=== block 1 ===
<file path="src/rtl/ram_port_arbiter.sv">
// Two-requester round-robin arbiter in front of one RAM port, with read-after-write
// hazard blocking and a tag pipeline that routes read data back to its requester.
module ram_port_arbiter #(
  parameter int DATA_WIDTH    = 8,
  parameter int ADDR_WIDTH    = 6,
  parameter int READ_LATENCY  = 2,
  parameter int WRITE_LATENCY = 1
) (
  input  logic                  i_clk,
  input  logic                  i_rst_n,
  input  logic                  i_req0,
  input  logic                  i_we0,
  input  logic [ADDR_WIDTH-1:0] i_addr0,
  input  logic [DATA_WIDTH-1:0] i_din0,
  output logic                  o_gnt0,
  output logic                  o_rvalid0,
  output logic [DATA_WIDTH-1:0] o_rdata0,
  input  logic                  i_req1,
  input  logic                  i_we1,
  input  logic [ADDR_WIDTH-1:0] i_addr1,
  input  logic [DATA_WIDTH-1:0] i_din1,
  output logic                  o_gnt1,
  output logic                  o_rvalid1,
  output logic [DATA_WIDTH-1:0] o_rdata1,
  output logic                  o_en,
  output logic                  o_we,
  output logic [ADDR_WIDTH-1:0] o_addr,
  output logic [DATA_WIDTH-1:0] o_din,
  input  logic [DATA_WIDTH-1:0] i_dout
);

  // Handshake: i_reqk with its we/addr/din is an offer held until o_gntk; a transfer is
  // i_reqk & o_gntk in the same cycle. o_rvalidk is a one-cycle pulse with no back-pressure.

  localparam int PW = (WRITE_LATENCY > 0) ? WRITE_LATENCY : 1;

  logic                    ptr_q, ptr_d;
  logic [PW-1:0]           pend_v_q;
  logic [ADDR_WIDTH-1:0]   pend_a_q [PW];
  logic [READ_LATENCY-1:0] tag_v_q;
  logic [READ_LATENCY-1:0] tag_id_q;
  logic                    en_q, we_q, id_q;
  logic [ADDR_WIDTH-1:0]   addr_q;
  logic [DATA_WIDTH-1:0]   din_q;
  logic                    rvalid0_q, rvalid1_q;
  logic [DATA_WIDTH-1:0]   rdata0_q, rdata1_q;

  logic                    haz0, haz1, elig0, elig1, gnt0, gnt1, any_gnt;
  logic                    sel_we, rd_issue, ret0, ret1;
  logic [ADDR_WIDTH-1:0]   sel_addr;
  logic [DATA_WIDTH-1:0]   sel_din;

  always_comb begin
    haz0 = 1'b0;
    haz1 = 1'b0;
    for (int i = 0; i < PW; i++) begin
      if (pend_v_q[i] && (pend_a_q[i] == i_addr0)) haz0 = 1'b1;
      if (pend_v_q[i] && (pend_a_q[i] == i_addr1)) haz1 = 1'b1;
    end
  end

  // Only reads are blocked by a pending write; writes are always eligible.
  assign elig0    = i_req0 & (i_we0 | ~haz0);
  assign elig1    = i_req1 & (i_we1 | ~haz1);
  assign gnt0     = i_rst_n & elig0 & (~elig1 | ~ptr_q);
  assign gnt1     = i_rst_n & elig1 & (~elig0 | ptr_q);
  assign any_gnt  = gnt0 | gnt1;
  assign ptr_d    = any_gnt ? gnt0 : ptr_q;
  assign sel_we   = gnt1 ? i_we1   : i_we0;
  assign sel_addr = gnt1 ? i_addr1 : i_addr0;
  assign sel_din  = gnt1 ? i_din1  : i_din0;
  assign rd_issue = en_q & ~we_q;
  assign ret0     = tag_v_q[READ_LATENCY-1] & ~tag_id_q[READ_LATENCY-1];
  assign ret1     = tag_v_q[READ_LATENCY-1] &  tag_id_q[READ_LATENCY-1];

  always_ff @(posedge i_clk or negedge i_rst_n) begin
    if (!i_rst_n) begin
      ptr_q     <= 1'b0;
      pend_v_q  <= '0;
      for (int i = 0; i < PW; i++) pend_a_q[i] <= '0;
      tag_v_q   <= '0;
      tag_id_q  <= '0;
      en_q      <= 1'b0;
      we_q      <= 1'b0;
      id_q      <= 1'b0;
      addr_q    <= '0;
      din_q     <= '0;
      rvalid0_q <= 1'b0;
      rvalid1_q <= 1'b0;
      rdata0_q  <= '0;
      rdata1_q  <= '0;
    end else begin
      ptr_q <= ptr_d;
      en_q  <= any_gnt;
      we_q  <= any_gnt & sel_we;
      if (any_gnt) begin
        addr_q <= sel_addr;
        din_q  <= sel_din;
        id_q   <= gnt1;
      end
      // Pending-write window covers the WRITE_LATENCY cycles after the grant.
      pend_v_q[0] <= (WRITE_LATENCY > 0) & any_gnt & sel_we;
      pend_a_q[0] <= sel_addr;
      for (int i = 1; i < PW; i++) begin
        pend_v_q[i] <= pend_v_q[i-1];
        pend_a_q[i] <= pend_a_q[i-1];
      end
      tag_v_q[0]  <= rd_issue;
      tag_id_q[0] <= id_q;
      for (int i = 1; i < READ_LATENCY; i++) begin
        tag_v_q[i]  <= tag_v_q[i-1];
        tag_id_q[i] <= tag_id_q[i-1];
      end
      rvalid0_q <= ret0;
      rvalid1_q <= ret1;
      if (ret0) rdata0_q <= i_dout;
      if (ret1) rdata1_q <= i_dout;
    end
  end

  assign o_gnt0    = gnt0;
  assign o_gnt1    = gnt1;
  assign o_en      = en_q;
  assign o_we      = we_q;
  assign o_addr    = addr_q;
  assign o_din     = din_q;
  assign o_rvalid0 = rvalid0_q;
  assign o_rvalid1 = rvalid1_q;
  assign o_rdata0  = rdata0_q;
  assign o_rdata1  = rdata1_q;

endmodule

</file>
<file path="config.mk">
export PLATFORM = sky130hd
export DESIGN_NAME = ram_port_arbiter
export DESIGN_NICKNAME = d
export VERILOG_FILES = /design/src/rtl/ram_port_arbiter.sv
export SDC_FILE = /design/constraint.sdc
export NUM_CORES = 1
export LEC_CHECK = 0
export CAP_MARGIN = 20
export CORE_MARGIN = 5
export CORE_UTILIZATION = 35
export CTS_BUF_LIST = sky130_fd_sc_hd__clkbuf_4 sky130_fd_sc_hd__clkbuf_8
export DETAILED_ROUTE_END_ITERATION = 7
export PLACE_DENSITY = 0.72
export SYNTH_ARGS = -nofsm -noshare
export SYNTH_HDL_FRONTEND = slang
export SYNTH_SLANG_ARGS = --single-unit
</file>
<file path="constraint.sdc">
create_clock -name i_clk -period 3.9 [get_ports i_clk]
set_input_delay 0.78 -clock i_clk [delete_from_list [all_inputs] [get_ports i_clk]]
set_output_delay 0.78 -clock i_clk [all_outputs]
set_load 0.02 [all_outputs]
</file>
=== block 2 ===
**src/rtl/button_conditioner.sv**
```systemverilog
// Button conditioner: per-channel two-flop synchroniser, counter-based
// debounce, registered clean level and single-cycle press/release pulses.
// A change on the synchronised input is accepted only after it has differed
// from the accepted level for DEBOUNCE_CYCLES consecutive clock edges.
module button_conditioner #(
  parameter int N               = 4,
  parameter int DEBOUNCE_CYCLES = 1000000,
  parameter int CNT_W           = 20
) (
  input  logic         clock,
  input  logic         reset,
  input  logic [N-1:0] btn_raw,
  output logic [N-1:0] btn_level,
  output logic [N-1:0] btn_press,
  output logic [N-1:0] btn_release
);

  // Terminal count: the edge that sees this count with a still-differing
  // input is the DEBOUNCE_CYCLES-th consecutive differing edge.
  localparam logic [CNT_W-1:0] TERM_CNT = CNT_W'(DEBOUNCE_CYCLES - 1);

  logic [N-1:0]     sync1_q;
  logic [N-1:0]     sync2_q;
  logic [N-1:0]     level_q,   level_d;
  logic [N-1:0]     press_q,   press_d;
  logic [N-1:0]     release_q, release_d;
  logic [CNT_W-1:0] cnt_q [N];
  logic [CNT_W-1:0] cnt_d [N];

  // Two-flop synchroniser; only sync2_q is used downstream.
  always_ff @(posedge clock or negedge reset) begin
    if (!reset) begin
      sync1_q <= '0;
      sync2_q <= '0;
    end else begin
      sync1_q <= btn_raw;
      sync2_q <= sync1_q;
    end
  end

  // Per-channel debounce decision: accept, keep counting, or restart.
  always_comb begin
    level_d   = level_q;
    press_d   = '0;
    release_d = '0;
    for (int i = 0; i < N; i++) begin
      cnt_d[i] = '0;
      if (sync2_q[i] != level_q[i]) begin
        if (cnt_q[i] == TERM_CNT) begin
          level_d[i]   = sync2_q[i];
          press_d[i]   = sync2_q[i];
          release_d[i] = ~sync2_q[i];
        end else begin
          cnt_d[i] = cnt_q[i] + CNT_W'(1);
        end
      end
    end
  end

  // Debounce state and registered outputs.
  always_ff @(posedge clock or negedge reset) begin
    if (!reset) begin
      level_q   <= '0;
      press_q   <= '0;
      release_q <= '0;
      for (int i = 0; i < N; i++) begin
        cnt_q[i] <= '0;
      end
    end else begin
      level_q   <= level_d;
      press_q   <= press_d;
      release_q <= release_d;
      for (int i = 0; i < N; i++) begin
        cnt_q[i] <= cnt_d[i];
      end
    end
  end

  assign btn_level   = level_q;
  assign btn_press   = press_q;
  assign btn_release = release_q;

endmodule
```
**config.mk**
```make
export PLATFORM = sky130hd
export DESIGN_NAME = button_conditioner
export DESIGN_NICKNAME = d
export VERILOG_FILES = /design/src/rtl/button_conditioner.sv
export SDC_FILE = /design/constraint.sdc
export NUM_CORES = 1
export LEC_CHECK = 0
export ABC_AREA = 1
export CAP_MARGIN = 20
export CORE_MARGIN = 4
export CORE_UTILIZATION = 30
export CTS_CLUSTER_DIAMETER = 150
export DETAILED_ROUTE_END_ITERATION = 8
export RECOVER_POWER = 50
export SYNTH_ARGS = -nofsm -noshare
export SYNTH_HDL_FRONTEND = slang
export SYNTH_SLANG_ARGS = --single-unit
```
**constraint.sdc**
```tcl
create_clock -name clock -period 2.58 [get_ports clock]
set_clock_uncertainty 0.1 [all_clocks]
set_input_delay 0.387 -clock clock [delete_from_list [all_inputs] [get_ports clock]]
set_output_delay 0.387 -clock clock [all_outputs]
set_load 0.01 [all_outputs]
```
Block 2, M3 wires:
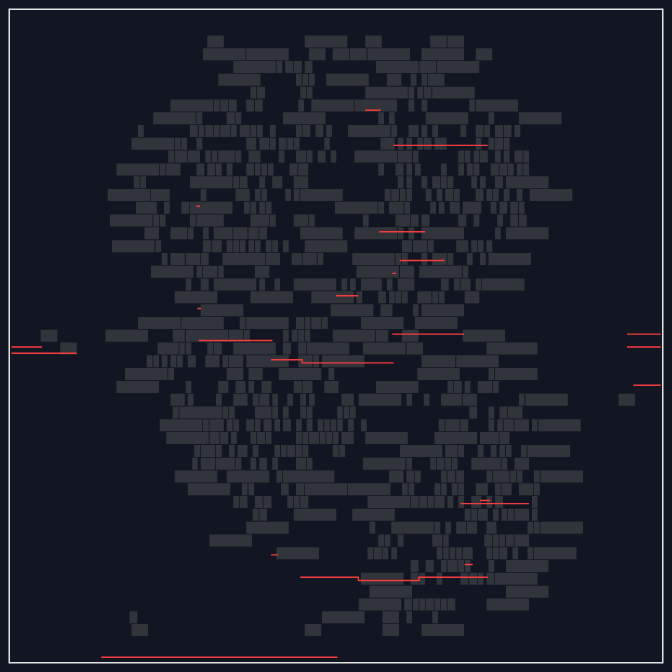
nets with wire on the layer: 12
longest straight run: 49.9 um
share of all routed wire: 2.5%
total vias in the final route: 3,907
routed wire length: 10.1 mm
met3 Resource Use GR: 0.0255

==> impl_results.rst, block 2 <==
Metrics
=======

.. list-table::
   :header-rows: 1

   * - Metric
     - Value
   * - Sequential cell count of the final layout
     - 100
   * - Number of antenna violations at the first check in global routing
     - 0
   * - Area after detailed placement
     - 5600 um2
   * - Post-synthesis mux area share
     - 0
   * - Top library cells by usage in the layout, fill and taps aside
     - 170 x nor2_1, 100 x dfrtp_1, 99 x nand2_1
   * - Pre-CTS setup slack
     - 0.875 ns
   * - Cell type with the largest total area after synthesis
     - dfrtp_1
   * - Num CTS Buffers
     - 9
   * - Clock net sink count
     - 100
   * - Num tapcells
     - 220
   * - Cell count after placement
     - 871
   * - Total Negative Setup Slacks
     - 0 ns
   * - Dominant class by area
     - sequential cells
   * - Start point of the worst hold path
     - sync1_q[1]
   * - Critical-path cell list
     - inv_1 > nor2_1 > nor2_1 > inv_2 > nand2_1 > nor2_1
   * - Area overhead of the layout relative to synthesis
     - 15.3%
   * - Internal power
     - 2.47 mW
   * - Resized Gates After CTS
     - 0
   * - Crit path arrival time
     - 2.00 ns
   * - Fraction of area in clock buffers and inverters
     - 0.0538
   * - Max-cap violations
     - 0
   * - Flops after synth
     - 100
   * - Synth top area share
     - 0.489
   * - Met2 wire len
     - 4.42 mm
   * - Adder and majority cell fraction of the synthesized area
     - 0.00978
   * - Tmin final
     - 1.87 ns
   * - Total design power
     - 3.15 mW
   * - AND-OR/OR-AND share of the synthesized area
     - 0.0232
   * - Run status
     - finished, final reports clean
   * - Reported leakage power
     - 2.43 nW
## block 2: repair_timing
action	in CTS	in global routing
hold buffers	1	0
endpoints found under the hold margin	34	0
setup endpoints to repair	0	0
## block 2: layer usage
metal	global-route usage	vias to the layer above
met3	0.0255	13
met1	0.157	1801
met2	0.173	28
met5	0	-
li1	-	2065
met4	0.0484	0
## block 2: how the worst max path moves through the flow
| stage | cells past startpoint | slack [ns] | startpoint | end |
|---|---|---|---|---|
| after floorplan | 6 | 1.17 | cnt_q[60] | cnt_q[72] |
| final | 6 | 0.71 | btn_level[2] | cnt_q[29] |
| after detailed placement | 6 | 0.87 | cnt_q[20] | cnt_q[29] |
| after global placement | 7 | 0.90 | cnt_q[20] | btn_level[2] |
| after global routing | 7 | 0.55 | btn_level[0] | cnt_q[78] |
| after CTS | 1 | 0.69 | btn_level[3] | btn_level[3] |
## block 2: sequential cells by signal (all words and copies together), names as in the netlist
signal       count
sync1_q          4
btn_press        4
btn_level        4
sync2_q          4
btn_release      4
cnt_q           80
Block 1, metal 1:
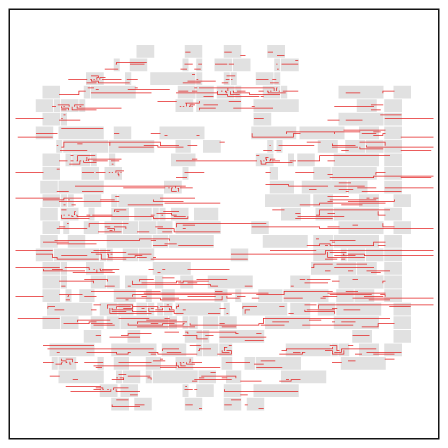
longest straight run: 25.3 um
nets with wire on the layer: 256
wire length on this layer: 2,160 um
main direction: horizontal
fraction of met1 tracks used by global routing: 0.165
total vias in the final route: 1,516
routed wire length: 4.73 mm

==> impl_results.rst, block 1 <==
Metrics
=======

.. list-table::
   :header-rows: 1

   * - Metric
     - Value
   * - CTS tree
     - yes
   * - Antenna Violating Nets Remaining
     - 0
   * - Origin of the worst setup path
     - i_addr0[3]
   * - Maximum fanout along the worst path
     - 4
   * - DRC
     - 0
   * - Run status
     - finished, final reports clean
   * - Number of cells in the yosys synthesis report
     - 165
   * - Core Util at FP
     - 0.363
   * - H-tree depth
     - 2
   * - Met2 wire len
     - 2.14 mm
   * - Type of element launching the critical path
     - input port
   * - Count of inserted antenna diode cells
     - 0
   * - Post-synth cell types
     - 27
   * - Reported leakage power
     - 1.38 nW
   * - Pre-CTS setup slack
     - 0.238 ns
   * - Routed length per placed instance
     - 14.7 um
   * - Reg-to-reg startpoint
     - pend_a_q[3]
   * - Half-perimeter wire length after placement
     - 3.53 mm
   * - Hold WS
     - 0.300 ns
   * - Count of library flops with an enable pin
     - 0
   * - Number of inserted filler cells in the final layout
     - 486
   * - Number of nets in the synthesized netlist
     - 207
   * - Chip Footprint
     - 7370 um2
   * - Num tapcells
     - 72
   * - Flops after synth
     - 46
   * - Worst-case clock buffer depth
     - 2
   * - Final tally of hold violations
     - 0
   * - Max-cap violations
     - 0
block 1: through the flow:
stage / instance area, um2 / cells
2_1_floorplan: 2010 / 165
3_3_place_gp: 2870 / 314
3_5_place_dp: 2870 / 314
4_1_cts: 2960 / 322
5_1_grt: 2960 / 322
6_report: 2960 / 322
block 1: synthesized netlist by cell type, types with 2 or more instances:
cell	count	area (um2)
nand2_1	3	11.3
xnor2_1	7	61.3
mux2i_1	6	60.1
a222oi_1	14	140
buf_2	2	10.0
dfrtp_1	46	1150
inv_1	46	173
mux2_2	16	180
xor2_1	5	43.8
a21oi_1	2	10.0
nor2b_1	2	12.5
block 1: power breakdown:
part | switching [mW] | internal [mW] | leakage (nW)
Clock | 0.165 | 0.126 | 0.0441
Combinational | 0.238 | 0.273 | 0.811
Sequential | 0.0532 | 0.578 | 0.529
block 1: kinds of logic after synthesis:
kind of cell              after synthesis
buffers and inverters                  51
DFF                                    46
muxes                                  22
AOI/OAI and AO/OA                      21
and+or+nand+nor                        13
xor gates and xnor gates               12
block 1: worst max-delay path: stages:
cell,delay [ns]
clkdlybuf4s50_1,0.43
xor2_1,0.16
nor4_2,0.29
nand4_2,0.21
a311oi_4,0.35
clkdlybuf4s50_1,0.65


==> gallery <==
Signal wires on met2.
image #1
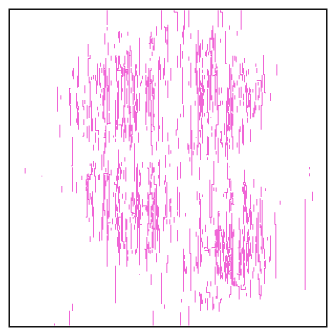
image #2
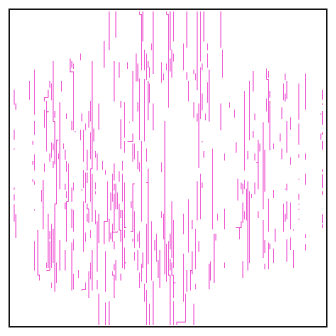
Block 1 is image #2.
Block 2 is image #1.

Power is estimated from default activity; no workload was simulated.
